######## block 1 ########
Figure 1. Signal wires on met3 (block 1).
Scale bar: 20 µm.
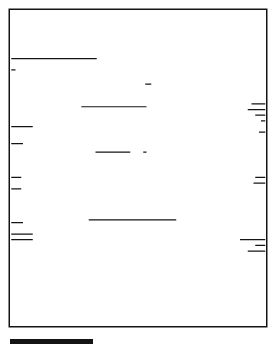
Figure 2. Congestion heat map (block 1).
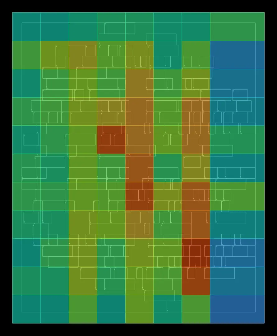
[src/rtl/key_onehot_capture.sv]
// key_onehot_capture
//
// Front end for encoder83. It takes eight raw push-button lines and
// brings them into the clock domain with a two-flop synchroniser. It then
// debounces the whole vector as one unit and resolves simultaneous presses
// to the highest-numbered key. Exactly one key is captured per press, and
// it is presented as a registered one-hot vector behind a valid/ack
// handshake.
//
// Ports
//   clk       system clock, rising edge
//   rst       synchronous active-high reset
//   iKeys     raw asynchronous key lines, 1 = pressed
//   iAck      consumer takes the presented key (ignored while oValid=0)
//   oData     captured key, one-hot, bit 7 = key 7
//   oValid    oData holds a key the consumer has not yet accepted
//   oOverrun  sticky: a press was dropped while a key was still pending
//
// FSM states
//   state | meaning
//   ------+------------------------------------------------------------
//   IDLE  | all keys released, next debounced press is captured
//   HOLD  | a press was captured, waiting for every key to be released

module key_onehot_capture #(
    parameter int DEBOUNCE_CYCLES = 4
) (
    input  logic       clk,
    input  logic       rst,
    input  logic [7:0] iKeys,
    input  logic       iAck,
    output logic [7:0] oData,
    output logic       oValid,
    output logic       oOverrun
);

    localparam int               CNT_W   = $clog2(DEBOUNCE_CYCLES);
    localparam logic [CNT_W-1:0] CNT_MAX = CNT_W'(DEBOUNCE_CYCLES - 1);

    typedef enum logic {
        IDLE = 1'b0,
        HOLD = 1'b1
    } stateType;

    logic [7:0]       s1;
    logic [7:0]       s2;
    logic [7:0]       last;
    logic [7:0]       deb;
    logic [CNT_W-1:0] cnt;

    stateType         state;
    stateType         stateNext;
    logic             capture;
    logic [7:0]       picked;
    logic [7:0]       dataNext;
    logic             validNext;
    logic             overrunNext;

    // Synchroniser and debouncer. The vector is debounced as a whole, so a
    // change on any line restarts the stability count for all of them.
    always_ff @(posedge clk) begin
        if (rst) begin
            s1   <= '0;
            s2   <= '0;
            last <= '0;
            cnt  <= '0;
            deb  <= '0;
        end else begin
            s1 <= iKeys;
            s2 <= s1;
            if (s2 != last) begin
                last <= s2;
                cnt  <= '0;
            end else if (cnt != CNT_MAX) begin
                cnt <= cnt + 1'b1;
            end
            if ((cnt == CNT_MAX) && (s2 == last)) begin
                deb <= last;
            end
        end
    end

    // Highest set bit wins; later loop iterations overwrite earlier ones.
    always_comb begin
        picked = '0;
        for (int i = 0; i < 8; i++) begin
            if (deb[i]) begin
                picked    = '0;
                picked[i] = 1'b1;
            end
        end
    end

    always_ff @(posedge clk) begin
        if (rst) begin
            state    <= IDLE;
            oData    <= '0;
            oValid   <= 1'b0;
            oOverrun <= 1'b0;
        end else begin
            state    <= stateNext;
            oData    <= dataNext;
            oValid   <= validNext;
            oOverrun <= overrunNext;
        end
    end

    always_comb begin
        stateNext   = state;
        capture     = 1'b0;
        dataNext    = oData;
        validNext   = oValid;
        overrunNext = oOverrun;

        case (state)
            IDLE: begin
                if (deb != '0) begin
                    capture   = 1'b1;
                    stateNext = HOLD;
                end
            end
            HOLD: begin
                if (deb == '0) begin
                    stateNext = IDLE;
                end
            end
            default: stateNext = IDLE;
        endcase

        // An ack on the capture edge frees the slot for the new key, so the
        // press is not counted as an overrun.
        if (capture) begin
            if (!oValid || iAck) begin
                dataNext  = picked;
                validNext = 1'b1;
            end else begin
                overrunNext = 1'b1;
            end
        end else if (oValid && iAck) begin
            validNext = 1'b0;
        end
    end

endmodule

[config.mk]
export PLATFORM = sky130hd
export DESIGN_NAME = key_onehot_capture
export DESIGN_NICKNAME = d
export VERILOG_FILES = /design/src/rtl/key_onehot_capture.sv
export SDC_FILE = /design/constraint.sdc
export NUM_CORES = 1
export LEC_CHECK = 0
export CORE_ASPECT_RATIO = 1.25
export CORE_MARGIN = 2
export CORE_UTILIZATION = 39
export DETAILED_ROUTE_END_ITERATION = 6
export GPL_ROUTABILITY_DRIVEN = 0
export GPL_TIMING_DRIVEN = 0
export PLACE_DENSITY = 0.59
export SKIP_CTS_REPAIR_TIMING = 1
export SLEW_MARGIN = 20
export SYNTH_ARGS = -nofsm -noshare
export SYNTH_HDL_FRONTEND = slang
export SYNTH_SLANG_ARGS = --single-unit
export TNS_END_PERCENT = 1
[constraint.sdc]
create_clock -name clk -period 2 [get_ports clk]
set_clock_uncertainty 0.1 [all_clocks]
set_input_delay 0.4 -clock clk [delete_from_list [all_inputs] [get_ports clk]]
set_output_delay 0.4 -clock clk [all_outputs]
set_load 0.02 [all_outputs]
==> summary.rpt <==
STA
------------------------------------------------------------
RSZ-0062 raised after global routing                   false
Maximum frequency from static timing analysis     0.5625 GHz

RUN STATUS
------------------------------------------------------------
Status                                          complete, no violations

SYNTHESIS
------------------------------------------------------------
Main logic family                               simple AND/OR/NAND/NOR gates
Post-synth design cell area                         1615 µm²
Post-synth seq share                                  55.77%
And-or/or-and share of the synthesized area           8.598%
Library cells used by synthesis                           28

FLOORPLAN
------------------------------------------------------------
Core outline area                                   4034 µm²
Starting density of the core                          40.04%
Die height                                          75.96 µm

POWER
------------------------------------------------------------
Power Total                                         1.786 mW
NetSw                                              0.3357 mW
Sequential group share of total power                  51.8%
Logic pwr share                                         4.0%
Power attributed to sequential cells                0.926 mW
Combinational-cell power consumption               0.0712 mW

CRITICAL PATH
------------------------------------------------------------
Category of the worst setup path launch point      flip-flop
Class of the most critical setup path           flip-flop to flip-flop

FINISH
------------------------------------------------------------
Final design area excluding fillers                 2009 µm²
Combinational gate count                                 105
Inserted Diodes                                            0
Proportion of cell area occupied by registers         44.83%
FF+latch area                                      900.9 µm²

GLOBAL ROUTE
------------------------------------------------------------
Via count of the first global-routing pass              1031

CTS
------------------------------------------------------------
Root Buffer                                         clkbuf_8

Notes on Figure 1 above:
nets with wire on the layer: 20
wire length on this layer: 117 µm
main direction: horizontal
via total after detailed routing: 1115
total wirelength of the detailed-routed design: 2.616 mm
met3 GRT Util: 4.608%

Notes on Figure 2 above:
Routed WL per cell: 10.81 µm
Most Used Layer, Global Route: met2
met2 track utilization from global routing: 21.37%

==> registers in the layout, summed over array words and instances (netlist names) <==
register and cells:
deb 8, last 8, oData 8, s1 8, s2 8, cnt 2
oOverrun 1, oValid 1, state 1
==> critical path, cell delays in order (launching register included) <==
cell and delay [ns]:
dfxtp_1 0.34, or3_4 0.42, o41ai_4 0.52, nor4_1 0.10, a31o_1 0.20
==> final timing paths <==
kind / startpoint / endpoint / slack, ns / cells past startpoint
setup reg to reg: deb[6] / oData[4] / 0.22 / 4
setup / recovery: deb[6] / oData[4] / 0.22 / 4
hold / removal: s1[7] / s2[7] / 0.34 / 1
hold reg to reg: s1[7] / s2[7] / 0.34 / 1
==> cells in the final DEF, fill, tap and decap left out, drive strengths merged, types with 2 or more instances in the layout <==
cell type and n:
dfxtp 45, nor2b 27, clkdlybuf4s50 19, nand2 18
clkbuf 10, xor2 9, mux2i 9, o21ai 8
a21oi 7, nor2 6, nand3 3, nor3 3
nor4 2, nand4b 2, bufinv 2, buf 2
clkinv 2, or3 2, o41ai 2

######## block 2 ########
[src/rtl/pokey_pot_scan_ctrl.sv]
// POKEY potentiometer scan sequencer: dump, release and count, latching each
// pot's count when its comparator crosses and tracking the ALLPOT busy bits.
module pokey_pot_scan_ctrl #(
  parameter int NPOT       = 2,
  parameter int MAX_COUNT  = 228,
  parameter int DUMP_TICKS = 2
) (
  input  logic              o2,
  input  logic              rst_L,
  input  logic              potgo,
  input  logic              fast_scan,
  input  logic              line_tick,
  input  logic [NPOT-1:0]   pot_in,
  output logic [NPOT-1:0]   pot_rel,
  output logic [8*NPOT-1:0] pot_val,
  output logic [NPOT-1:0]   allpot,
  output logic              scan_busy,
  output logic              scan_done
);

  localparam int DW = (DUMP_TICKS > 1) ? $clog2(DUMP_TICKS) : 1;
  localparam logic [DW-1:0] DUMP_LAST = DW'(DUMP_TICKS - 1);
  localparam logic [7:0]    MAX_CNT   = 8'(MAX_COUNT);

  typedef enum logic [1:0] {
    IDLE  = 2'd0,
    DUMP  = 2'd1,
    COUNT = 2'd2
  } state_t;

  state_t                 state_q;
  logic [7:0]             cnt_q;
  logic [DW-1:0]          dcnt_q;
  logic [NPOT-1:0]        sync1_q;
  logic [NPOT-1:0]        pot_s_q;
  logic [NPOT-1:0]        pot_rel_q;
  logic [NPOT-1:0][7:0]   val_q;
  logic [NPOT-1:0]        allpot_q;
  logic                   busy_q;
  logic                   done_q;
  logic                   tick;

  assign tick      = fast_scan | line_tick;
  assign pot_rel   = pot_rel_q;
  assign pot_val   = val_q;
  assign allpot    = allpot_q;
  assign scan_busy = busy_q;
  assign scan_done = done_q;

  // Comparator inputs are asynchronous to o2.
  always_ff @(posedge o2 or negedge rst_L) begin
    if (!rst_L) begin
      sync1_q <= '0;
      pot_s_q <= '0;
    end else begin
      sync1_q <= pot_in;
      pot_s_q <= sync1_q;
    end
  end

  always_ff @(posedge o2 or negedge rst_L) begin
    if (!rst_L) begin
      state_q   <= IDLE;
      cnt_q     <= '0;
      dcnt_q    <= '0;
      pot_rel_q <= '1;
      val_q     <= '0;
      allpot_q  <= '0;
      busy_q    <= 1'b0;
      done_q    <= 1'b0;
    end else begin
      done_q <= 1'b0;
      case (state_q)
        IDLE: begin
          cnt_q     <= '0;
          pot_rel_q <= '1;
          if (potgo) begin
            state_q  <= DUMP;
            dcnt_q   <= '0;
            allpot_q <= '1;
            busy_q   <= 1'b1;
          end
        end

        DUMP: begin
          if (potgo) begin
            dcnt_q   <= '0;
            allpot_q <= '1;
          end else if (tick) begin
            if (dcnt_q == DUMP_LAST) begin
              state_q   <= COUNT;
              cnt_q     <= '0;
              pot_rel_q <= '0;
            end else begin
              dcnt_q <= dcnt_q + 1'b1;
            end
          end
        end

        COUNT: begin
          // The terminal tick always completes the scan, even when a
          // restart arrives on the same cycle.
          if (tick && (cnt_q == MAX_CNT)) begin
            for (int n = 0; n < NPOT; n++) begin
              if (allpot_q[n]) val_q[n] <= MAX_CNT;
            end
            done_q    <= 1'b1;
            pot_rel_q <= '1;
            cnt_q     <= '0;
            if (potgo) begin
              state_q  <= DUMP;
              dcnt_q   <= '0;
              allpot_q <= '1;
              busy_q   <= 1'b1;
            end else begin
              state_q  <= IDLE;
              allpot_q <= '0;
              busy_q   <= 1'b0;
            end
          end else if (potgo) begin
            state_q   <= DUMP;
            dcnt_q    <= '0;
            allpot_q  <= '1;
            pot_rel_q <= '1;
          end else if (tick) begin
            for (int n = 0; n < NPOT; n++) begin
              if (allpot_q[n] && pot_s_q[n]) begin
                val_q[n]    <= cnt_q;
                allpot_q[n] <= 1'b0;
              end
            end
            cnt_q <= cnt_q + 8'd1;
          end
        end

        default: begin
          state_q   <= IDLE;
          pot_rel_q <= '1;
          busy_q    <= 1'b0;
        end
      endcase
    end
  end

endmodule
[config.mk]
export PLATFORM = sky130hd
export DESIGN_NAME = pokey_pot_scan_ctrl
export DESIGN_NICKNAME = d
export VERILOG_FILES = /design/src/rtl/pokey_pot_scan_ctrl.sv
export SDC_FILE = /design/constraint.sdc
export NUM_CORES = 1
export LEC_CHECK = 0
export ABC_AREA = 1
export CAP_MARGIN = 25
export CORE_ASPECT_RATIO = 2
export CORE_MARGIN = 5
export CORE_UTILIZATION = 53
export DETAILED_ROUTE_END_ITERATION = 8
export PLACE_DENSITY = 0.78
export SYNTH_ARGS = -nofsm -noshare
export SYNTH_HDL_FRONTEND = slang
export SYNTH_SLANG_ARGS = --single-unit
[constraint.sdc]
create_clock -name o2 -period 1.7 [get_ports o2]
set_clock_uncertainty 0.05 [all_clocks]
set_input_delay 0.34 -clock o2 [delete_from_list [all_inputs] [get_ports o2]]
set_output_delay 0.34 -clock o2 [all_outputs]
set_load 0.02 [all_outputs]
Figure 3. M2 wires (block 2).
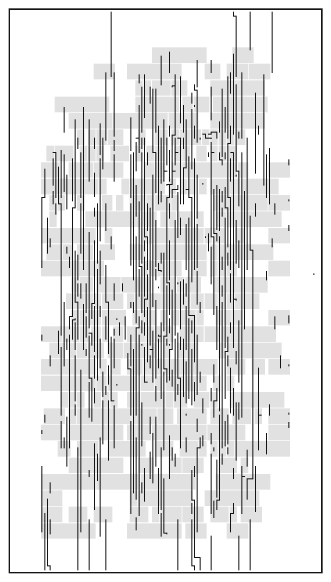
wire length on this layer: 2510 µm
main direction: vertical
met2 track utilization from global routing: 35.21%
total wirelength of the detailed-routed design: 4.349 mm

Figure 4. Sequential cells colored by netlist name (block 2).
Other sequential cells in the stronger gray, the rest of the logic in the fainter gray.
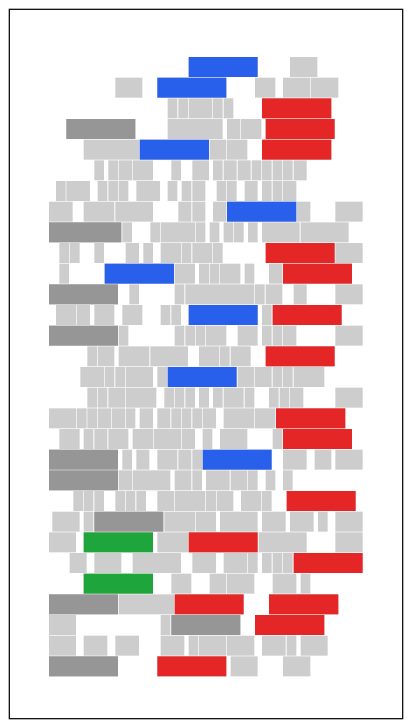
| color | name in the netlist | sequential cells |
|---|---|---|
| red | pot_val | 16 |
| blue | cnt_q | 8 |
| green | pot_s_q | 2 |
not colored: 10
power attributed to sequential cells: 1.11 mW
proportion of cell area occupied by registers: 36.84%
FF+latch area: 902.1 µm²
final core utilization: 72.48%

==> summary.rpt <==
FINISH
--------------------------------------------------------------------------------
Fraction of final layout cells with drive strength greater than 1         28.84%
Final design area excluding fillers                                     2449 µm²
Most instantiated logic cell after routing                               nand2_1

FLOORPLAN
--------------------------------------------------------------------------------
Top-level I/O count                                                           29

RUN STATUS
--------------------------------------------------------------------------------
Status                                                              complete, no violations

CRITICAL PATH
--------------------------------------------------------------------------------
RR Endpoint                                                           pot_val[3]
Crit path to                                                          pot_val[4]
Cell breakdown of the critical path                                 clkdlybuf4s50_1
Crit-path max FO                                                               2
Launch point of the worst path                                        pot_val[4]

SYNTHESIS
--------------------------------------------------------------------------------
Synthesized area per cell                                              8.729 µm²
Library cells used by synthesis                                               29
And-or/or-and share of the synthesized area                               9.010%
Chip area estimate from yosys synthesis                                 1833 µm²

STA
--------------------------------------------------------------------------------
Hold Slack                                                             0.3056 ns
Worst setup margin                                                    0.04685 ns
Hold violation count in the final report                                       0

GLOBAL ROUTE
--------------------------------------------------------------------------------
Total global routing track utilization                                    19.33%
Pin count of the biggest net entering global routing                          37

ROUTING
--------------------------------------------------------------------------------
Routed WL per cell                                                      14.55 µm

PLACED DESIGN
--------------------------------------------------------------------------------
Cell area after placement                                               2290 µm²
Cells after DPL                                                              286
Pre-CTS setup slack                                                   -0.2034 ns
Final weighted congestion in routability-driven placement                 0.8336

POWER
--------------------------------------------------------------------------------
NetSw                                                                   1.015 mW

MIN PATH
--------------------------------------------------------------------------------
WHS Path Cells                                                                 0

cells in the mapped netlist (3+ instances only):
cell type / count
nand2_1: 71
dfrtp_1: 35
nand3_1: 18
nor2_1: 13
inv_1: 12
o21ai_2: 11
nor2_2: 6
nand2_4: 5
o21ai_0: 5
inv_2: 4
nand2_2: 4
buf_6: 3
o21ai_1: 3
metal layers:
metal	GRT usage [%]	wire, µm
met1	18.62	1486
met2	35.21	2507
met3	3.509	163
met4	13.13	192
met5	0	0
worst reg2reg max path, stage by stage, from the launching register on:
cell and delay, ns:
dfrtp_1 0.40, inv_2 0.08, ha_4 0.14, nand3_4 0.08, nor2_4 0.14, nand2_4 0.11
nor2_4 0.20, nand2_4 0.10, nand2_4 0.13, nand2_1 0.07, nand2_1 0.06
kinds of logic (layout without fill, tap and decap cells):
logic type	count (synthesis)	after routing
AOI/OAI and AO/OA	23	23
adders and majority gates	2	2
buffers and inverters	22	76
DFF	36	36
and+or+nand+nor	127	130
final cells by class:
cell class | count | area, µm²
timing repair buffer | 52 | 480.5
clock buffer | 6 | 72.57
fill | 252 | 929.6
multi-input combinational | 155 | 882.1
inverter | 17 | 66.31
sequential | 36 | 902.1
clock inverter | 1 | 5.005
tap | 32 | 40.04

######## block 3 ########
Figure 5. Gate families picked out (block 3).
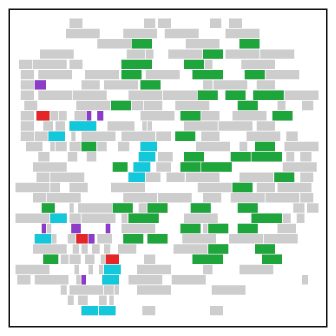
Figure 6. Signal wires on met3 (block 3).
Scale bar: 20 µm.
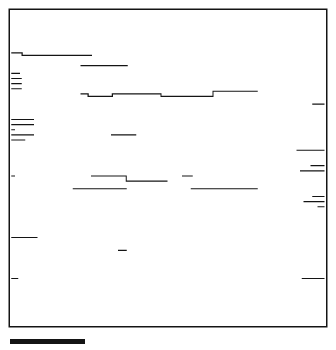
`config.mk`:
```
export PLATFORM = sky130hd
export DESIGN_NAME = input_entry_unit
export DESIGN_NICKNAME = d
export VERILOG_FILES = /design/src/rtl/input_entry_unit.sv
export SDC_FILE = /design/constraint.sdc
export NUM_CORES = 1
export LEC_CHECK = 0
export ABC_CLOCK_PERIOD_IN_PS = 2700
export CORE_MARGIN = 1
export CORE_UTILIZATION = 45
export CTS_CLUSTER_DIAMETER = 80
export DETAILED_ROUTE_END_ITERATION = 12
export PLACE_DENSITY = 0.65
export SKIP_LAST_GASP = 1
export SLEW_MARGIN = 20
export SYNTH_ARGS = -nofsm -noshare
export SYNTH_HDL_FRONTEND = slang
export SYNTH_SLANG_ARGS = --single-unit
```
`constraint.sdc`:
```
create_clock -name clock -period 2.7 [get_ports clock]
set_clock_uncertainty 0.05 [all_clocks]
set_input_delay 0.54 -clock clock [delete_from_list [all_inputs] [get_ports clock]]
set_output_delay 0.54 -clock clock [all_outputs]
set_load 0.02 [all_outputs]
```
`src/rtl/input_entry_unit.sv`:
```
// input_entry_unit: debounced switch-entry front end that queues bytes for the integrate processor
//   clock     in   system clock, rising edge
//   reset     in   asynchronous active-low reset
//   btn_raw   in   raw enter pushbutton, 1 = pressed
//   sw_raw    in   raw data switches
//   cpu_state in   processor showstate
//   enter     out  FIFO non-empty
//   in1       out  FIFO head byte, 0 when empty
//   count     out  FIFO occupancy
//   full      out  occupancy equals DEPTH
//   overflow  out  sticky, a press was dropped on a full FIFO
module input_entry_unit #(
    parameter int DATA_W = 8,
    parameter int DEPTH = 4,
    parameter int DEB_CYCLES = 4,
    parameter logic [3:0] INPUT_STATE = 4'b1101
) (
    input  logic                       clock,
    input  logic                       reset,
    input  logic                       btn_raw,
    input  logic [DATA_W-1:0]          sw_raw,
    input  logic [3:0]                 cpu_state,
    output logic                       enter,
    output logic [DATA_W-1:0]          in1,
    output logic [$clog2(DEPTH):0]     count,
    output logic                       full,
    output logic                       overflow
);
    localparam int AW = $clog2(DEPTH);
    localparam int CW = AW + 1;
    localparam int DW = $clog2(DEB_CYCLES + 1);
    localparam logic [DW-1:0] DEB_MAX = DW'(DEB_CYCLES);
    localparam logic [CW-1:0] DEPTH_C = CW'(DEPTH);

    typedef enum logic [1:0] {RELEASED, PRESS_CHK, HELD, RELEASE_CHK} state_t;

    state_t              state;
    logic [DW-1:0]       cnt;
    logic                btn_m, btn_s;
    logic [DATA_W-1:0]   sw_m, sw_s;
    logic [3:0]          prev_state;
    logic [AW-1:0]       wr_ptr, rd_ptr;
    logic [DATA_W-1:0]   mem [DEPTH];
    logic                push, pop, wr;

    always_ff @(posedge clock or negedge reset)
        if (!reset) begin
            btn_m <= 1'b0;
            btn_s <= 1'b0;
            sw_m  <= '0;
            sw_s  <= '0;
        end else begin
            btn_m <= btn_raw;
            btn_s <= btn_m;
            sw_m  <= sw_raw;
            sw_s  <= sw_m;
        end

    always_ff @(posedge clock or negedge reset)
        if (!reset) begin
            state <= RELEASED;
            cnt   <= '0;
        end else begin
            case (state)
                RELEASED:
                    if (btn_s) begin
                        state <= PRESS_CHK;
                        cnt   <= DW'(1);
                    end
                PRESS_CHK:
                    if (!btn_s) begin
                        state <= RELEASED;
                        cnt   <= '0;
                    end else if (cnt == DEB_MAX) state <= HELD;
                    else cnt <= cnt + 1'b1;
                HELD:
                    if (!btn_s) begin
                        state <= RELEASE_CHK;
                        cnt   <= DW'(1);
                    end
                default:
                    if (btn_s) state <= HELD;
                    else if (cnt == DEB_MAX) begin
                        state <= RELEASED;
                        cnt   <= '0;
                    end else cnt <= cnt + 1'b1;
            endcase
        end

    // push lasts only the single cycle in which PRESS_CHK hands over to HELD
    assign push = (state == PRESS_CHK) && btn_s && (cnt == DEB_MAX);
    assign pop  = (prev_state == INPUT_STATE) && (cpu_state != INPUT_STATE) && (count != '0);
    // a simultaneous pop frees the slot, so a full FIFO still accepts the write
    assign wr   = push && (!full || pop);

    always_ff @(posedge clock or negedge reset)
        if (!reset) begin
            prev_state <= '0;
            wr_ptr     <= '0;
            rd_ptr     <= '0;
            count      <= '0;
            overflow   <= 1'b0;
            for (int i = 0; i < DEPTH; i++) mem[i] <= '0;
        end else begin
            prev_state <= cpu_state;
            if (wr) begin
                mem[wr_ptr] <= sw_s;
                wr_ptr      <= wr_ptr + 1'b1;
            end
            if (pop) rd_ptr <= rd_ptr + 1'b1;
            if (wr && !pop) count <= count + 1'b1;
            else if (pop && !wr) count <= count - 1'b1;
            if (push && !wr) overflow <= 1'b1;
        end

    assign full  = (count == DEPTH_C);
    assign enter = (count != '0);
    assign in1   = enter ? mem[rd_ptr] : '0;
endmodule
```
==> summary.rpt <==
SYNTHESIS
---------------------------------------------------------------------------------
Warnings from Yosys                                                             0
Library cell with the largest summed area after synthesis                 dfrtp_1
Portion of synthesized cell area occupied by the leading cell type         55.72%
Instance count of the mapped netlist                                          193

POWER
---------------------------------------------------------------------------------
Sequential group share of total power                                       43.9%
Power Total                                                              2.776 mW
Internal power                                                           1.929 mW
Power per cell area                                                  776.6 nW/µm²

FINISH
---------------------------------------------------------------------------------
Combinational gate count                                                      111
Inverter count                                                                  8
Inserted Diodes                                                                 0
Area delta synth->final                                                    18.79%
FF+latch area                                                            1677 µm²
Final core utilization                                                     55.98%
Number of ordinary and repair buffers in the finished layout                   35

GLOBAL ROUTE
---------------------------------------------------------------------------------
GRT Residual Overflow                                                           0
First-pass GRT wire length                                               8.590 mm

STA
---------------------------------------------------------------------------------
RSZ-0062 raised after global routing                                        false
Maximum frequency from static timing analysis                          0.3955 GHz
Setup TNS after final layout                                                 0 ns
Worst setup margin                                                      0.1713 ns
Hold violation count in the final report                                        0
Final Max-Slew Violation Tally                                                  0
Final period util                                                          93.66%
Actual slew at the worst max-slew pin                                   0.5279 ns

CTS
---------------------------------------------------------------------------------
Clk latency late pin                                                      0.34 ns
H-Tree Level Count                                                              3

CRITICAL PATH
---------------------------------------------------------------------------------
Cell type group with the largest total delay on the critical path    multiplexers
Buffers & Inverters on Critical Path                                            2
Reg-to-reg slack, setup                                                   0.24 ns
Class of the most critical setup path                                flip-flop to output pin

PLACED DESIGN
---------------------------------------------------------------------------------
Pre-CTS setup slack                                                    0.02209 ns
Final weighted congestion in routability-driven placement                  0.7624
Cells after DPL                                                               298

FLOORPLAN
---------------------------------------------------------------------------------
Cell row count                                                                 29
Core outline area                                                        6386 µm²
Full die area                                                            7018 µm²
Number of well-tap cells placed                                                77
Die height                                                               83.78 µm
Die width                                                                83.78 µm

ROUTING
---------------------------------------------------------------------------------
Initial DRC count                                                             132
DR top layer                                                                 met4
Detail-routed via count per cell                                            5.150

RUN STATUS
---------------------------------------------------------------------------------
Status                                                               complete, no violations

Notes on Figure 5 above:
| color | family | cells |
|---|---|---|
| green | multiplexers | 44 |
| purple | NAND gates | 8 |
| red | AND-OR and OR-AND gates | 3 |
| cyan | adder and majority cells | 12 |
post-route insts no fill: 314
fraction of area in multi-input gates: 34.97%
most instantiated logic cell after routing: dfrtp_1

Notes on Figure 6 above:
longest straight run: 18.4 µm
share of all routed wire: 4.4%
total wirelength of the detailed-routed design: 5.065 mm
met3 GRT Util: 5.143%
via total after detailed routing: 1617

logic make-up (layout without fill, tap and decap cells):
| logic type | count (synthesis) | after routing | synth area share (%) |
|---|---|---|---|
| flip-flops | 67 | 67 | 55.72 |
| buffers and inverters | 15 | 59 | 2.910 |
| AND/OR/NAND/NOR | 34 | 34 | 7.485 |
| AND-OR/OR-AND | 15 | 15 | 3.493 |
| adder cells (fa/ha/maj) | 12 | 12 | 5.239 |
| multiplexers | 44 | 44 | 23.41 |
| XOR/XNOR | 6 | 6 | 1.746 |
worst max path at each step:
stage                            start        to  slack, ns  depth (start not counted)
after floorplan               count[1]  count[1]       0.21                          7
after global placement    cpu_state[1]  count[1]       0.06                          8
after detailed placement  cpu_state[1]  count[1]       0.02                          8
after CTS                    flip-flop  count[2]       0.14                         11
after global routing         flip-flop  count[2]       0.03                         11
final                        rd_ptr[0]    in1[6]       0.17                          4
power groups by stage:
stage | Clock, mW | Sequential (mW) | Combinational, mW
floorplan | 0 | 1.23 | 0.474
global placement | 0 | 1.23 | 0.758
detailed placement | 0 | 1.24 | 0.774
CTS | 0.816 | 1.22 | 0.773
global route | 0.862 | 1.24 | 0.839
finish | 0.796 | 1.22 | 0.762

######## block 4 ########
==> config.mk <==
export PLATFORM = sky130hd
export DESIGN_NAME = operand_fetch
export DESIGN_NICKNAME = d
export VERILOG_FILES = /design/src/rtl/rf_pkg.sv /design/src/rtl/rf_scoreboard.sv /design/src/rtl/operand_fetch.sv
export SDC_FILE = /design/constraint.sdc
export NUM_CORES = 1
export LEC_CHECK = 0
export ABC_AREA = 1
export CAP_MARGIN = 20
export CORE_UTILIZATION = 47
export CTS_BUF_LIST = sky130_fd_sc_hd__clkbuf_16
export CTS_CLUSTER_DIAMETER = 150
export DETAILED_ROUTE_END_ITERATION = 6
export GPL_TIMING_DRIVEN = 0
export PLACE_DENSITY = 0.8
export SLEW_MARGIN = 20
export SYNTH_ARGS = -nofsm -noshare
export SYNTH_HDL_FRONTEND = slang
export SYNTH_HIERARCHICAL = 1
export SYNTH_SLANG_ARGS = --single-unit
==> constraint.sdc <==
create_clock -name clk -period 2.55 [get_ports clk]
set_input_delay 0.51 -clock clk [delete_from_list [all_inputs] [get_ports clk]]
set_output_delay 0.51 -clock clk [all_outputs]
set_load 0.005 [all_outputs]
==> src/rtl/rf_pkg.sv <==
// Shared types and sizes for the register file and its operand-fetch stage.
package rf_pkg;

  localparam int unsigned DATA_W   = 32;
  localparam int unsigned ADDR_W   = 4;
  localparam int unsigned NUM_REGS = 16;

  typedef logic [ADDR_W-1:0] reg_addr_t;
  typedef logic [DATA_W-1:0] reg_data_t;

  typedef enum logic {
    OF_EMPTY = 1'b0,
    OF_FULL  = 1'b1
  } of_state_e;

endpackage

==> src/rtl/rf_scoreboard.sv <==
// Pending-write scoreboard: one busy bit per register, with hazard lookups
// that already see this cycle's writeback clear.
module rf_scoreboard #(
  parameter int unsigned ADDR_W = 4
) (
  input  logic              clk,
  input  logic              reset_n,
  input  logic              set_en,
  input  logic [ADDR_W-1:0] set_addr,
  input  logic              clr_en,
  input  logic [ADDR_W-1:0] clr_addr,
  input  logic [ADDR_W-1:0] q_addr_0,
  input  logic [ADDR_W-1:0] q_addr_1,
  input  logic [ADDR_W-1:0] q_addr_2,
  output logic [2:0]        q_busy
);

  localparam int unsigned NUM_REGS = 1 << ADDR_W;

  logic [NUM_REGS-1:0] busy;
  logic [NUM_REGS-1:0] busy_nxt;
  logic [NUM_REGS-1:0] set_mask;
  logic [NUM_REGS-1:0] clr_mask;

  // Set is applied after clear so a same-address set wins.
  always_comb begin
    set_mask = '0;
    clr_mask = '0;
    if (set_en) set_mask[set_addr] = 1'b1;
    if (clr_en) clr_mask[clr_addr] = 1'b1;
    busy_nxt = (busy & ~clr_mask) | set_mask;
  end

  always_comb begin
    q_busy    = '0;
    q_busy[0] = busy[q_addr_0] && !(clr_en && (clr_addr == q_addr_0));
    q_busy[1] = busy[q_addr_1] && !(clr_en && (clr_addr == q_addr_1));
    q_busy[2] = busy[q_addr_2] && !(clr_en && (clr_addr == q_addr_2));
  end

  always_ff @(posedge clk or negedge reset_n) begin
    if (!reset_n) busy <= '0;
    else          busy <= busy_nxt;
  end

endmodule

==> src/rtl/operand_fetch.sv <==
// Operand-fetch stage: reads the register file, bypasses writeback data,
// blocks on RAW/WAW hazards and holds one registered operand bundle.
module operand_fetch #(
  parameter int unsigned DATA_W = 32,
  parameter int unsigned ADDR_W = 4
) (
  input  logic              clk,
  input  logic              reset_n,
  input  logic              in_valid,
  output logic              in_ready,
  input  logic [ADDR_W-1:0] in_rs0,
  input  logic [ADDR_W-1:0] in_rs1,
  input  logic [1:0]        in_use,
  input  logic [ADDR_W-1:0] in_rd,
  input  logic              in_wr,
  output logic [1:0]        rf_read_en,
  output logic [ADDR_W-1:0] rf_raddr_0,
  output logic [ADDR_W-1:0] rf_raddr_1,
  input  logic [DATA_W-1:0] rf_rdata_0,
  input  logic [DATA_W-1:0] rf_rdata_1,
  input  logic              wb_valid,
  input  logic [ADDR_W-1:0] wb_addr,
  input  logic [DATA_W-1:0] wb_data,
  output logic              out_valid,
  input  logic              out_ready,
  output logic [DATA_W-1:0] out_op0,
  output logic [DATA_W-1:0] out_op1,
  output logic [ADDR_W-1:0] out_rd,
  output logic              out_wr,
  output logic [15:0]       stall_cnt
);

  import rf_pkg::*;

  of_state_e   state;
  of_state_e   state_nxt;
  logic [2:0]  q_busy;
  logic        hazard;
  logic        accept;
  logic        stall;
  logic [DATA_W-1:0] op0;
  logic [DATA_W-1:0] op1;

  rf_scoreboard #(.ADDR_W(ADDR_W)) u_scoreboard (
    .clk      (clk),
    .reset_n  (reset_n),
    .set_en   (accept && in_wr),
    .set_addr (in_rd),
    .clr_en   (wb_valid),
    .clr_addr (wb_addr),
    .q_addr_0 (in_rs0),
    .q_addr_1 (in_rs1),
    .q_addr_2 (in_rd),
    .q_busy   (q_busy)
  );

  assign rf_read_en = in_use & {2{in_valid}};
  assign rf_raddr_0 = in_rs0;
  assign rf_raddr_1 = in_rs1;

  assign hazard   = (in_use[0] && q_busy[0]) || (in_use[1] && q_busy[1]) || (in_wr && q_busy[2]);
  assign in_ready = !hazard && ((state == OF_EMPTY) || out_ready);
  assign accept   = in_valid && in_ready;
  assign stall    = in_valid && !in_ready;

  // Same-cycle writeback takes priority over the (stale) register file read.
  always_comb begin
    op0 = '0;
    op1 = '0;
    if (in_use[0]) op0 = (wb_valid && (wb_addr == in_rs0)) ? wb_data : rf_rdata_0;
    if (in_use[1]) op1 = (wb_valid && (wb_addr == in_rs1)) ? wb_data : rf_rdata_1;
  end

  always_comb begin
    state_nxt = state;
    case (state)
      OF_EMPTY: if (accept) state_nxt = OF_FULL;
      OF_FULL:  if (out_ready && !accept) state_nxt = OF_EMPTY;
      default:  state_nxt = OF_EMPTY;
    endcase
  end

  always_ff @(posedge clk or negedge reset_n) begin
    if (!reset_n) begin
      state     <= OF_EMPTY;
      out_valid <= 1'b0;
      out_op0   <= '0;
      out_op1   <= '0;
      out_rd    <= '0;
      out_wr    <= 1'b0;
      stall_cnt <= '0;
    end else begin
      state     <= state_nxt;
      out_valid <= (state_nxt == OF_FULL);
      if (accept) begin
        out_op0 <= op0;
        out_op1 <= op1;
        out_rd  <= in_rd;
        out_wr  <= in_wr;
      end
      if (stall && (stall_cnt != 16'hFFFF)) stall_cnt <= stall_cnt + 16'd1;
    end
  end

endmodule

==> summary.rpt <==
RUN STATUS
---------------------------------------------------------------------------------
Status                                                               complete, no violations

PLACED DESIGN
---------------------------------------------------------------------------------
Pre-CTS setup slack                                                     -1.045 ns
Cells after DPL                                                              1373
Cell area after placement                                                9034 µm²
Final weighted congestion in routability-driven placement                  0.8945

FINISH
---------------------------------------------------------------------------------
Largest registers                                                    out_op0 x32, out_op1 x32
Post-route insts no fill                                                     1391
Inverter count                                                                149
Combinational gate count                                                      673
FF+latch count                                                                102

SYNTHESIS
---------------------------------------------------------------------------------
Post-synth EDFFs                                                                0
Portion of synthesized cell area occupied by the leading cell type         38.51%
Library cells used by synthesis                                                32

ROUTING
---------------------------------------------------------------------------------
Routed WL per cell                                                       15.28 µm
Met3 wire length                                                         1.631 mm

FLOORPLAN
---------------------------------------------------------------------------------
Die width                                                                120.8 µm

STA
---------------------------------------------------------------------------------
Hold violation count in the final report                                        0
Hold Slack                                                              0.4634 ns

POWER
---------------------------------------------------------------------------------
Static leakage                                                           4.817 nW

CTS
---------------------------------------------------------------------------------
Clock tree from TritonCTS                                                   built
Number of buffers added by the clock tree synthesis step                        9

CRITICAL PATH
---------------------------------------------------------------------------------
Cell repeated most along the worst path                                   nand2_1

GLOBAL ROUTE
---------------------------------------------------------------------------------
Met2 track utilization from global routing                                 48.35%

-- placed cells by master (no fill, tap or decap), types with 4 or more instances in the layout --
master	count
nand2_1	369
clkdlybuf4s50_1	196
inv_1	137
nand3_1	119
dfrtp_1	102
nand4_1	66
buf_2	28
o21ai_0	20
nor2_1	20
o21ai_1	17
nand2_2	16
buf_4	15
inv_2	11
clkbuf_16	9
buf_6	8
xnor2_1	8
nor2_4	7
xor2_1	7
nor3_2	5
clkbuf_1	5
dlygate4sd2_1	5
clkbuf_2	5
nor2_2	4
a21oi_2	4
-- repair_timing --
action / in CTS / in global routing
endpoints found under the hold margin: 4 / 0
setup buffers: 1 / 0
resized: 45 / 23
pin swaps: 2 / 2
gates cloned: 1 / 0
hold buffers: 1 / 0
setup endpoints to repair: 96 / 17
-- cells by family (layout without fill, tap and decap cells) --
group	count (synthesis)	count (layout)	synth area share [%]
fa+ha+maj	1	1	0.1888
buf+inv	202	436	13.65
xor+xnor	15	15	1.982
flops	102	102	38.51
simple gates	611	611	41.72
compound gates	46	46	3.946
-- critical path: cells and delay by family --
kind | cells | cell delay, ns
compound gates | 1 | 0.15
buf+inv | 3 | 0.66
simple gates | 7 | 0.66
Figure 7. Signal wires on met3 (block 4).
Scale bar: 20 µm.
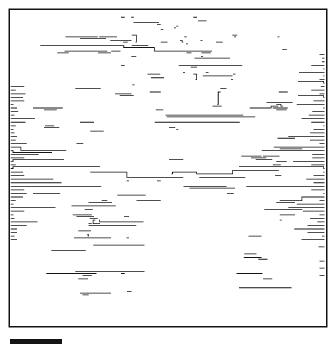
main direction: horizontal
nets with wire on the layer: 194
share of all routed wire: 7.7%
longest straight run: 34.3 µm
met3 GRT Util: 4.340%
total wirelength of the detailed-routed design: 21.25 mm
via total after detailed routing: 7307

Figure 8. Sequential cells colored by netlist name (block 4).
Other sequential cells in the stronger gray, the rest of the logic in the fainter gray.
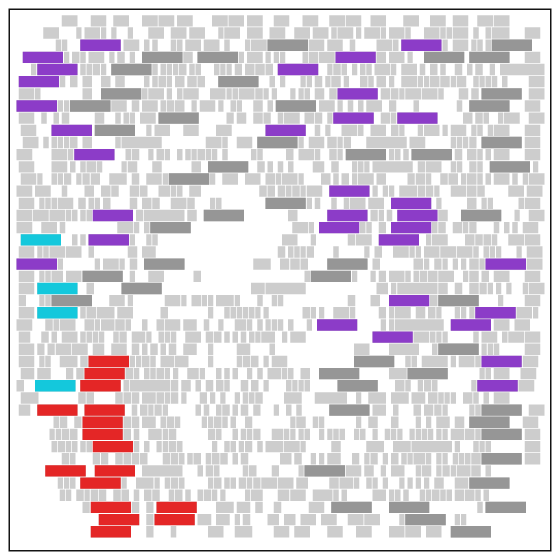
| color | name in the netlist | sequential cells |
|---|---|---|
| purple | out_op1 | 32 |
| cyan | out_rd | 4 |
| red | u_scoreboard/busy | 16 |
not colored: 50
FF+latch area: 2552 µm²
proportion of cell area occupied by registers: 27.39%
final core utilization: 67.41%
power attributed to sequential cells: 2.17 mW


######## block 5 ########
==> src/rtl/color_cmd_scheduler_if.sv <==
// color_cmd_scheduler_if: PS/2 scancode input, VGA blanking input and color/status outputs.
interface color_cmd_scheduler_if;
  logic        key_ready;
  logic [7:0]  scancode;
  logic        vblank;
  logic [11:0] pixel_color;
  logic [2:0]  led;
  logic        cmd_pending;
  logic        overflow;
  modport master (output key_ready, scancode, vblank, input pixel_color, led, cmd_pending, overflow);
  modport slave  (input key_ready, scancode, vblank, output pixel_color, led, cmd_pending, overflow);
endinterface

==> src/rtl/color_cmd_scheduler.sv <==
// color_cmd_scheduler: decodes PS/2 make codes into color commands and applies them only during vblank.
module color_cmd_scheduler #(
  parameter int          FIFO_DEPTH    = 4,
  parameter logic [11:0] DEFAULT_COLOR = 12'h000,
  parameter int          STEP          = 1
) (
  input logic                  clk,
  input logic                  rst,
  color_cmd_scheduler_if.slave bus
);
  localparam int AW = $clog2(FIFO_DEPTH);
  typedef enum logic [2:0] {SEL_R, SEL_G, SEL_B, INC, DEC, CLEAR} cmd_t;
  typedef enum logic {IDLE, BRK} state_t;
  state_t         state;
  logic [2:0]     sync;
  logic           det, mapped, push, pop, full, wr;
  cmd_t           code_cmd, head;
  cmd_t           mem [FIFO_DEPTH];
  logic [AW-1:0]  wr_ptr, rd_ptr;
  logic [AW:0]    count, count_next;
  logic [4:0]     ch, sum, diff;
  logic [3:0]     nv;
  logic [11:0]    color, color_next;
  logic [2:0]     led_r, led_next;
  logic           pending, ovf;
  assign bus.pixel_color = color;
  assign bus.led         = led_r;
  assign bus.cmd_pending = pending;
  assign bus.overflow    = ovf;
  always_comb begin
    mapped   = 1'b1;
    code_cmd = SEL_R;
    case (bus.scancode)
      8'h2D:        code_cmd = SEL_R;
      8'h34:        code_cmd = SEL_G;
      8'h32:        code_cmd = SEL_B;
      8'h3C, 8'h79: code_cmd = INC;
      8'h23, 8'h7B: code_cmd = DEC;
      8'h29:        code_cmd = CLEAR;
      default:      mapped   = 1'b0;
    endcase
  end
  assign det        = sync[1] & ~sync[2];
  assign push       = det && state == IDLE && mapped;
  assign full       = count == (AW+1)'(FIFO_DEPTH);
  assign pop        = bus.vblank && count != '0;
  assign wr         = push && (!full || pop);
  assign count_next = count + (AW+1)'(wr) - (AW+1)'(pop);
  assign head       = mem[rd_ptr];
  // Channel arithmetic is done in 5 bits so carry/borrow shows up in bit 4 for clamping.
  always_comb begin
    ch         = {1'b0, led_r[0] ? color[11:8] : led_r[1] ? color[7:4] : color[3:0]};
    sum        = ch + 5'(STEP);
    diff       = ch - 5'(STEP);
    nv         = head == INC ? (sum > 5'd15 ? 4'hF : sum[3:0]) : (diff[4] ? 4'h0 : diff[3:0]);
    color_next = head == CLEAR ? DEFAULT_COLOR :
                 (head == INC || head == DEC) ?
                   (led_r[0] ? {nv, color[7:0]} : led_r[1] ? {color[11:8], nv, color[3:0]} : {color[11:4], nv}) :
                 color;
    led_next   = head == SEL_R ? 3'b001 : head == SEL_G ? 3'b010 : head == SEL_B ? 3'b100 : led_r;
  end
  always_ff @(posedge clk or negedge rst) begin
    if (!rst) begin
      sync    <= '0;
      state   <= IDLE;
      wr_ptr  <= '0;
      rd_ptr  <= '0;
      count   <= '0;
      color   <= DEFAULT_COLOR;
      led_r   <= 3'b001;
      pending <= 1'b0;
      ovf     <= 1'b0;
    end else begin
      sync    <= {sync[1:0], bus.key_ready};
      if (det) state <= (state == IDLE && bus.scancode == 8'hF0) ? BRK : IDLE;
      if (wr) wr_ptr <= wr_ptr + AW'(1);
      if (pop) begin
        rd_ptr <= rd_ptr + AW'(1);
        color  <= color_next;
        led_r  <= led_next;
      end
      count   <= count_next;
      pending <= count_next != '0;
      ovf     <= ovf | (push & full & ~pop);
    end
  end
  always_ff @(posedge clk) if (wr) mem[wr_ptr] <= code_cmd;
endmodule

==> src/flat_wrapper.sv <==
// flat-port wrapper written by rule: the top's interface ports become plain ports
module color_cmd_scheduler_flat 
#(
  parameter int          FIFO_DEPTH    = 4,
  parameter logic [11:0] DEFAULT_COLOR = 12'h000,
  parameter int          STEP          = 1
)
  (clk, rst, bus_key_ready, bus_scancode, bus_vblank, bus_pixel_color, bus_led, bus_cmd_pending, bus_overflow);
  color_cmd_scheduler_if bus_i ();
  input logic clk;
  input logic rst;
  input wire logic [$bits(bus_i.key_ready)-1:0] bus_key_ready;
  input wire logic [$bits(bus_i.scancode)-1:0] bus_scancode;
  input wire logic [$bits(bus_i.vblank)-1:0] bus_vblank;
  output wire logic [$bits(bus_i.pixel_color)-1:0] bus_pixel_color;
  output wire logic [$bits(bus_i.led)-1:0] bus_led;
  output wire logic [$bits(bus_i.cmd_pending)-1:0] bus_cmd_pending;
  output wire logic [$bits(bus_i.overflow)-1:0] bus_overflow;
  assign bus_i.key_ready = bus_key_ready;
  assign bus_i.scancode = bus_scancode;
  assign bus_i.vblank = bus_vblank;
  assign bus_pixel_color = bus_i.pixel_color;
  assign bus_led = bus_i.led;
  assign bus_cmd_pending = bus_i.cmd_pending;
  assign bus_overflow = bus_i.overflow;
  color_cmd_scheduler #(.FIFO_DEPTH(FIFO_DEPTH), .DEFAULT_COLOR(DEFAULT_COLOR), .STEP(STEP)) u_core (.clk(clk), .rst(rst), .bus(bus_i));
endmodule
==> config.mk <==
export PLATFORM = sky130hd
export DESIGN_NAME = color_cmd_scheduler_flat
export DESIGN_NICKNAME = d
export VERILOG_FILES = /design/src/rtl/color_cmd_scheduler_if.sv /design/src/rtl/color_cmd_scheduler.sv /design/src/flat_wrapper.sv
export SDC_FILE = /design/constraint.sdc
export NUM_CORES = 1
export LEC_CHECK = 0
export ABC_CLOCK_PERIOD_IN_PS = 4900
export CAP_MARGIN = 30
export CORE_ASPECT_RATIO = 0.75
export CORE_UTILIZATION = 55
export CTS_CLUSTER_DIAMETER = 200
export DETAILED_ROUTE_END_ITERATION = 10
export PLACE_DENSITY_LB_ADDON = 0.3
export SKIP_CTS_REPAIR_TIMING = 1
export SYNTH_ARGS = -nofsm -noshare
export SYNTH_HDL_FRONTEND = slang
export SYNTH_SLANG_ARGS = --single-unit
==> constraint.sdc <==
create_clock -name clk -period 4.9 [get_ports clk]
set_input_delay 0.49 -clock clk [delete_from_list [all_inputs] [get_ports clk]]
set_output_delay 0.49 -clock clk [all_outputs]
set_load 0.005 [all_outputs]
Figure 9. M2 wires (block 5).
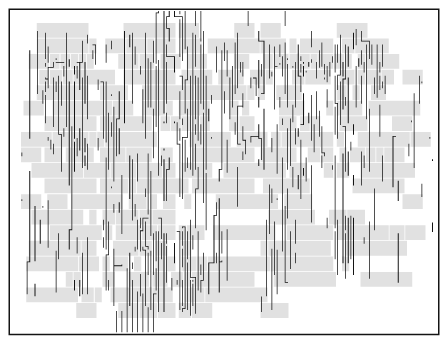
share of all routed wire: 45%
longest straight run: 24.8 µm
main direction: vertical
wire length on this layer: 2020 µm
met2 track utilization from global routing: 33.59%
total wirelength of the detailed-routed design: 4.486 mm
via total after detailed routing: 1597

Figure 10. Sequential cells colored by netlist name (block 5).
Other sequential cells in the stronger gray, the rest of the logic in the fainter gray.
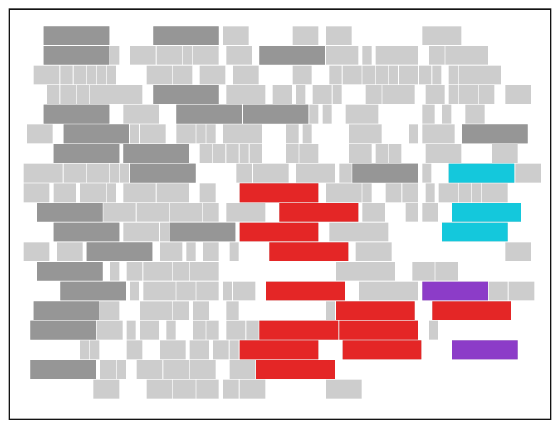
| color | name in the netlist | sequential cells |
|---|---|---|
| red | u_core.mem | 12 |
| purple | u_core.rd_ptr | 2 |
| cyan | u_core.bus.led | 3 |
not colored: 23
power attributed to sequential cells: 0.539 mW
proportion of cell area occupied by registers: 41.17%
FF+latch area: 1062 µm²
final core utilization: 69.13%

==> summary.rpt <==
RUN STATUS
------------------------------------------------------------------------
Status                                                      complete, no violations

FLOORPLAN
------------------------------------------------------------------------
Die width                                                       74.80 µm
Starting density of the core                                      58.57%

ROUTING
------------------------------------------------------------------------
First-pass DRT Iterations                                              4
Detail-routed via count per cell                                   5.850

SYNTHESIS
------------------------------------------------------------------------
Most used flip-flop cell after synthesis                         dfrtp_1
Most instantiated library cell after synthesis                   dfrtp_1
Adder-Cell Fraction of Synth Area                                 5.495%

CTS
------------------------------------------------------------------------
Root Buffer                                                     clkbuf_8
Clock Pin Slew Worst Setup and Hold Paths                        0.07 ns

STA
------------------------------------------------------------------------
Finish-stage setup viols                                               0
Final Max-Slew Violation Tally                                         0

POWER
------------------------------------------------------------------------
Clk network pwr share                                              13.4%
Highest ir drop seen on vdd                                  0.0003802 V
Sequential group share of total power                              35.5%

RUN
------------------------------------------------------------------------
Max-cap violations                                                     0

FINISH
------------------------------------------------------------------------
Final design area excluding fillers                             2580 µm²
Dominant logic cell types in the final layout               clkdlybuf4s50_1 (28), dfrtp_1 (27), nand2_1 (22)
FF+latch count                                                        40

CRITICAL PATH
------------------------------------------------------------------------
Peak per-stage delay on the critical path                        0.55 ns
Arrival time at the worst endpoint                               3.73 ns
Cell breakdown of the critical path                         clkdlybuf4s50_1 -> nor3b_1 -> a21boi_0 -> o221ai_1 -> and3_1 -> inv_1 -> ha_1 -> inv_1 -> ha_1 -> inv_1 -> fa_1 -> xnor2_1 -> xnor2_1 -> or3_1

PLACED DESIGN
------------------------------------------------------------------------
Cell area after placement                                       2499 µm²
Final weighted congestion in routability-driven placement         0.8867

GLOBAL ROUTE
------------------------------------------------------------------------
Via count of the first global-routing pass                          1531

==> final timing paths <==
path | startpoint | endpoint | slack [ns] | depth (start not counted)
max | bus_scancode[4] | u_core.bus.cmd_pending | 1.34 | 14
min | u_core.sync[0] | u_core.sync[1] | 0.36 | 0
max reg2reg | u_core.count[1] | u_core.bus.cmd_pending | 1.86 | 11
min reg2reg | u_core.sync[0] | u_core.sync[1] | 0.36 | 0
max in group asynchronous | rst | u_core.bus.led[0] | 4.02 | 2
min in group asynchronous | rst | u_core.rd_ptr[1] | 0.58 | 2
==> layer usage <==
layer,share of wire [%],global-route usage (%),up-vias
li1,-,-,754
met1,48,36.01,788
met2,45,33.59,48
met3,6.1,6.104,7
met4,1.0,8.625,0
met5,0,0,-
==> stage by stage <==
step | utilization [%] | power (mW) | setup WS (ns)
after floorplan | - | 1.062 | 1.843
after global placement | 66.95 | 1.263 | 1.305
after detailed placement | 66.95 | 1.312 | 1.067
after CTS | 69.13 | 1.521 | 1.344
after global routing | 69.13 | 1.626 | 1.162
final | 69.13 | 1.518 | 1.337

######## block 6 ########
**src/rtl/alu_pkg.sv**
```systemverilog
// Shared ALU definitions: op codes, flag bit indices and FSM state type.
// The processor core imports the same names, so they are defined only here.
package alu_pkg;

  localparam int unsigned DATA_W = 8;
  localparam int unsigned NIB_W  = 4;
  localparam int unsigned OP_W   = 3;

  localparam logic [OP_W-1:0] ADD  = 3'b000;
  localparam logic [OP_W-1:0] SUB  = 3'b001;
  localparam logic [OP_W-1:0] AND  = 3'b010;
  localparam logic [OP_W-1:0] OR   = 3'b011;
  localparam logic [OP_W-1:0] EOR  = 3'b100;
  localparam logic [OP_W-1:0] SL   = 3'b101;
  localparam logic [OP_W-1:0] SR   = 3'b110;
  localparam logic [OP_W-1:0] PASS = 3'b111;

  localparam int unsigned CARRY    = 0;
  localparam int unsigned ZERO     = 1;
  localparam int unsigned OVERFLOW = 6;
  localparam int unsigned SIGN     = 7;

  typedef enum logic {
    IDLE   = 1'b0,
    BCD_HI = 1'b1
  } state_t;

endpackage

```
**src/rtl/alu_bcd_nibble.sv**
```systemverilog
// One decimal digit of a BCD add/subtract: binary nibble sum with carry-in,
// then the decimal adjust (+6 above nine for ADD, -6 on borrow for SUB).
module alu_bcd_nibble
  import alu_pkg::*;
(
  input  logic [NIB_W-1:0] a,
  input  logic [NIB_W-1:0] b,
  input  logic             cin,
  input  logic             sub,
  output logic [NIB_W-1:0] y_c,
  output logic             cout_c
);

  localparam int unsigned SUM_W = NIB_W + 1;

  logic [NIB_W-1:0] b_eff;
  logic [SUM_W-1:0] sum;

  always_comb begin
    b_eff  = sub ? ~b : b;
    sum    = {1'b0, a} + {1'b0, b_eff} + SUM_W'(cin);
    y_c    = sum[NIB_W-1:0];
    cout_c = sum[NIB_W];
    if (sub) begin
      // Carry out of the nibble means no borrow; a borrow needs -6 correction.
      if (!sum[NIB_W]) begin
        y_c = sum[NIB_W-1:0] - NIB_W'(6);
      end
    end else if (sum > SUM_W'(9)) begin
      y_c    = sum[NIB_W-1:0] + NIB_W'(6);
      cout_c = 1'b1;
    end
  end

endmodule

```
**src/rtl/alu.sv**
```systemverilog
// 8-bit ALU with 6502-style flags. Binary ops finish in one cycle; decimal
// ADD/SUB run low nibble then high nibble through a shared nibble adjuster.
module alu
  import alu_pkg::*;
(
  input  logic              clk,
  input  logic              reset,
  input  logic              alu_valid,
  input  logic [OP_W-1:0]   alu_ctrl,
  input  logic [DATA_W-1:0] alu_AI,
  input  logic [DATA_W-1:0] alu_BI,
  input  logic              alu_carry,
  input  logic              alu_BCD,
  output logic [DATA_W-1:0] alu_Y,
  output logic [DATA_W-1:0] alu_flags,
  output logic              alu_done,
  output logic              alu_busy
);

  localparam int unsigned SUM_W = DATA_W + 1;

  state_t              state, state_d;
  logic [DATA_W-1:0]   a_q, a_d, b_q, b_d;
  logic                carry_q, carry_d;
  logic                sub_q, sub_d;
  logic [NIB_W-1:0]    lo_q, lo_d;
  logic                hc_q, hc_d;
  logic [DATA_W-1:0]   y_d, flags_d;
  logic                done_d, busy_d;

  logic [DATA_W-1:0]   op_a, op_b, bin_b, res;
  logic                op_c, op_sub, bin_v;
  logic [SUM_W-1:0]    bin_sum;
  logic [NIB_W-1:0]    nib_a, nib_b, nib_y;
  logic                nib_cin, nib_cout;

  // Operand source: live inputs when idle, latched copy for the high nibble.
  always_comb begin
    op_a    = (state == BCD_HI) ? a_q     : alu_AI;
    op_b    = (state == BCD_HI) ? b_q     : alu_BI;
    op_c    = (state == BCD_HI) ? carry_q : alu_carry;
    op_sub  = (state == BCD_HI) ? sub_q   : (alu_ctrl == SUB);
    bin_b   = op_sub ? ~op_b : op_b;
    bin_sum = {1'b0, op_a} + {1'b0, bin_b} + SUM_W'(op_c);
    bin_v   = (op_a[DATA_W-1] ^ bin_sum[DATA_W-1]) & (bin_b[DATA_W-1] ^ bin_sum[DATA_W-1]);
    nib_a   = (state == BCD_HI) ? a_q[DATA_W-1:NIB_W] : alu_AI[NIB_W-1:0];
    nib_b   = (state == BCD_HI) ? b_q[DATA_W-1:NIB_W] : alu_BI[NIB_W-1:0];
    nib_cin = (state == BCD_HI) ? hc_q : alu_carry;
  end

  alu_bcd_nibble u_nibble (
    .a      (nib_a),
    .b      (nib_b),
    .cin    (nib_cin),
    .sub    (op_sub),
    .y_c    (nib_y),
    .cout_c (nib_cout)
  );

  // Next-state and next-output logic.
  always_comb begin
    state_d = state;
    a_d     = a_q;
    b_d     = b_q;
    carry_d = carry_q;
    sub_d   = sub_q;
    lo_d    = lo_q;
    hc_d    = hc_q;
    y_d     = alu_Y;
    flags_d = alu_flags;
    done_d  = 1'b0;
    busy_d  = 1'b0;
    res     = alu_Y;

    case (state)
      IDLE: begin
        if (alu_valid) begin
          if (alu_BCD && (alu_ctrl == ADD || alu_ctrl == SUB)) begin
            a_d     = alu_AI;
            b_d     = alu_BI;
            carry_d = alu_carry;
            sub_d   = (alu_ctrl == SUB);
            lo_d    = nib_y;
            hc_d    = nib_cout;
            busy_d  = 1'b1;
            state_d = BCD_HI;
          end else begin
            done_d = 1'b1;
            case (alu_ctrl)
              ADD, SUB: begin
                res                = bin_sum[DATA_W-1:0];
                flags_d[CARRY]     = bin_sum[DATA_W];
                flags_d[OVERFLOW]  = bin_v;
              end
              AND: res = alu_AI & alu_BI;
              OR:  res = alu_AI | alu_BI;
              EOR: res = alu_AI ^ alu_BI;
              SL: begin
                res            = {alu_AI[DATA_W-2:0], alu_carry};
                flags_d[CARRY] = alu_AI[DATA_W-1];
              end
              SR: begin
                res            = {alu_carry, alu_AI[DATA_W-1:1]};
                flags_d[CARRY] = alu_AI[0];
              end
              default: res = alu_AI;
            endcase
          end
        end
      end
      BCD_HI: begin
        // V still reflects the binary sum of the latched operands.
        res               = {nib_y, lo_q};
        flags_d[CARRY]    = nib_cout;
        flags_d[OVERFLOW] = bin_v;
        done_d            = 1'b1;
        state_d           = IDLE;
      end
      default: state_d = IDLE;
    endcase

    if (done_d) begin
      y_d           = res;
      flags_d[SIGN] = res[DATA_W-1];
      flags_d[ZERO] = (res == '0);
    end
  end

  always_ff @(posedge clk) begin
    if (reset) begin
      state     <= IDLE;
      a_q       <= '0;
      b_q       <= '0;
      carry_q   <= 1'b0;
      sub_q     <= 1'b0;
      lo_q      <= '0;
      hc_q      <= 1'b0;
      alu_Y     <= '0;
      alu_flags <= '0;
      alu_done  <= 1'b0;
      alu_busy  <= 1'b0;
    end else begin
      state     <= state_d;
      a_q       <= a_d;
      b_q       <= b_d;
      carry_q   <= carry_d;
      sub_q     <= sub_d;
      lo_q      <= lo_d;
      hc_q      <= hc_d;
      alu_Y     <= y_d;
      alu_flags <= flags_d;
      alu_done  <= done_d;
      alu_busy  <= busy_d;
    end
  end

endmodule
```
**config.mk**
```make
export PLATFORM = sky130hd
export DESIGN_NAME = alu
export DESIGN_NICKNAME = d
export VERILOG_FILES = /design/src/rtl/alu_pkg.sv /design/src/rtl/alu_bcd_nibble.sv /design/src/rtl/alu.sv
export SDC_FILE = /design/constraint.sdc
export NUM_CORES = 1
export LEC_CHECK = 0
export CAP_MARGIN = 20
export CORE_UTILIZATION = 40
export DETAILED_ROUTE_END_ITERATION = 6
export GPL_TIMING_DRIVEN = 1
export PLACE_DENSITY = 0.71
export SYNTH_ARGS = -nofsm -noshare
export SYNTH_HDL_FRONTEND = slang
export SYNTH_SLANG_ARGS = --single-unit
```
**constraint.sdc**
```tcl
create_clock -name clk -period 6.4 [get_ports clk]
set_input_delay 0.96 -clock clk [delete_from_list [all_inputs] [get_ports clk]]
set_output_delay 0.96 -clock clk [all_outputs]
set_load 0.01 [all_outputs]
```
Figure 11. Sequential cells colored by netlist name (block 6).
Other sequential cells in the stronger gray, the rest of the logic in the fainter gray.
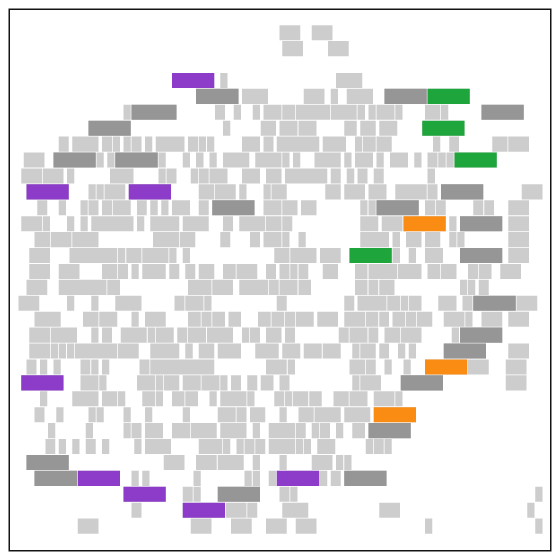
| color | name in the netlist | sequential cells |
|---|---|---|
| green | lo_q | 4 |
| purple | b_q | 8 |
| orange | alu_flags | 3 |
not colored: 21
final core utilization: 48.88%
FF+latch area: 721.9 µm²

==> summary.rpt <==
SYNTHESIS
----------------------------------------------------------------
Mux share of post-synthesis cell area                     7.790%
Async set or reset register ratio after synthesis             0%
Simple-Gate Fraction of Synth Area                        19.07%

FLOORPLAN
----------------------------------------------------------------
Starting density of the core                              41.76%

ROUTING
----------------------------------------------------------------
# DRC                                                          0
Total wirelength of the detailed-routed design          9.174 mm
Met2 wirelength from detailed routing                   4.052 mm

POWER
----------------------------------------------------------------
Highest ir drop seen on vdd                         0.00009759 V
Clk network pwr share                                      30.0%

CTS
----------------------------------------------------------------
Clock tree from TritonCTS                                  built
Clk latency late pin                                     0.30 ns

STA
----------------------------------------------------------------
Headroom to the max-slew limit                            34.30%
Hold violation count in the final report                       0

GLOBAL ROUTE
----------------------------------------------------------------
Via count of the first global-routing pass                  2977
Met2 track utilization from global routing                35.57%
Met3 GRT Util                                             4.643%
Initial antenna violation count                                0

RUN STATUS
----------------------------------------------------------------
Status                                              complete, no violations

state kept, by name, summed over array words and instances, names as in the netlist:
register and count:
hc_q 1, carry_q 1, alu_done 1, sub_q 1, alu_Y 8, b_q 8
alu_flags 3, alu_busy 1, a_q 8, lo_q 4
metrics by stage:
stage          hold slack (ns)  area [µm²]  cells  worst slack, ns  power, mW
2_1_floorplan           0.4329        3272    437            1.679     0.4432
3_3_place_gp            0.4431        3690    553            1.076     0.5168
3_5_place_dp            0.4479        3690    553           0.8809     0.5235
4_1_cts                 0.4595        3816    561            1.193     0.7489
5_1_grt                 0.4784        3816    561           0.8763     0.7907
6_report                0.4585        3816    561            1.145     0.7491
Yosys cell counts (3+ instances only):
master and instances:
nand2_1 72, a21oi_1 43, dfxtp_1 36, inv_1 32, nor2_1 31, ha_1 29
o21ai_0 17, xnor2_1 17, clkbuf_1 16, mux2i_1 13, nor3_1 9, mux2_2 7
nand2b_1 7, a211oi_1 6, buf_4 6, buf_1 5, buf_2 5, nand3_1 5
o21a_1 5, fa_1 4, nor2b_1 4, o22ai_1 4, xor2_1 4, a21o_1 3
a22oi_1 3, a31oi_1 3, and3_1 3, o211ai_1 3, o311a_1 3


==> layout pictures side by side <==
Gate families picked out.
picture 1
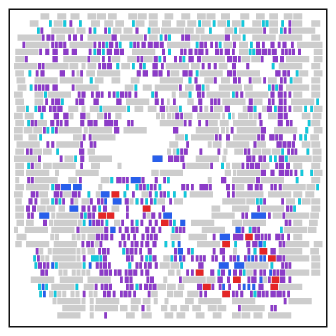
picture 2
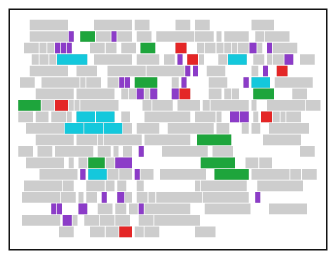
picture 3
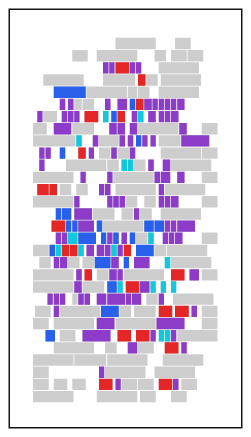
picture 4
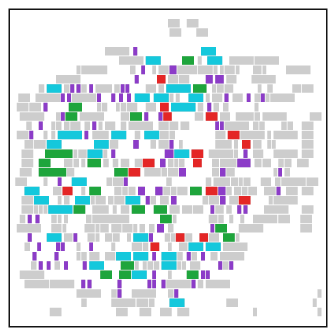
picture 5
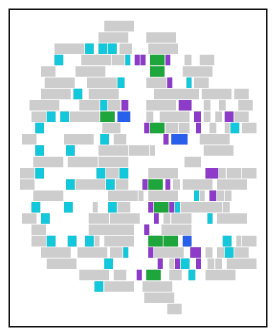
| from | picture |
|---|---|
| block 6 | picture 4 |
| block 4 | picture 1 |
| block 1 | picture 5 |
| block 2 | picture 3 |
| block 5 | picture 2 |


==> gallery <==
Signal wires on met3.
Scale bar: 20 µm.
shot_01.png
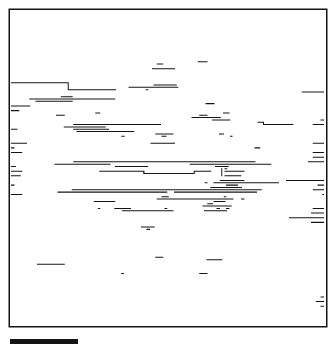
shot_02.png
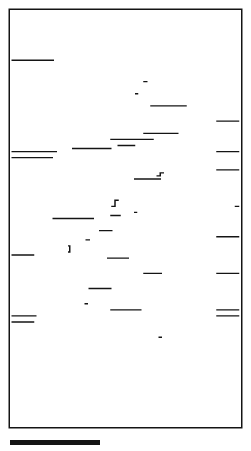
shot_03.png
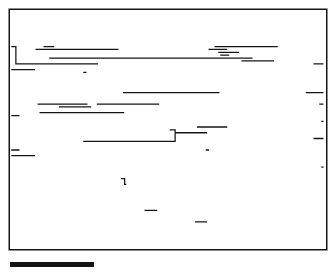
block 5: shot_03.png
block 2: shot_02.png
block 6: shot_01.png

Key to shot_03.png:
nets with wire on the layer: 26
longest straight run: 47.8 µm
wire length on this layer: 273 µm
share of all routed wire: 6.1%
main direction: horizontal

Power is estimated from default activity; no workload was simulated.
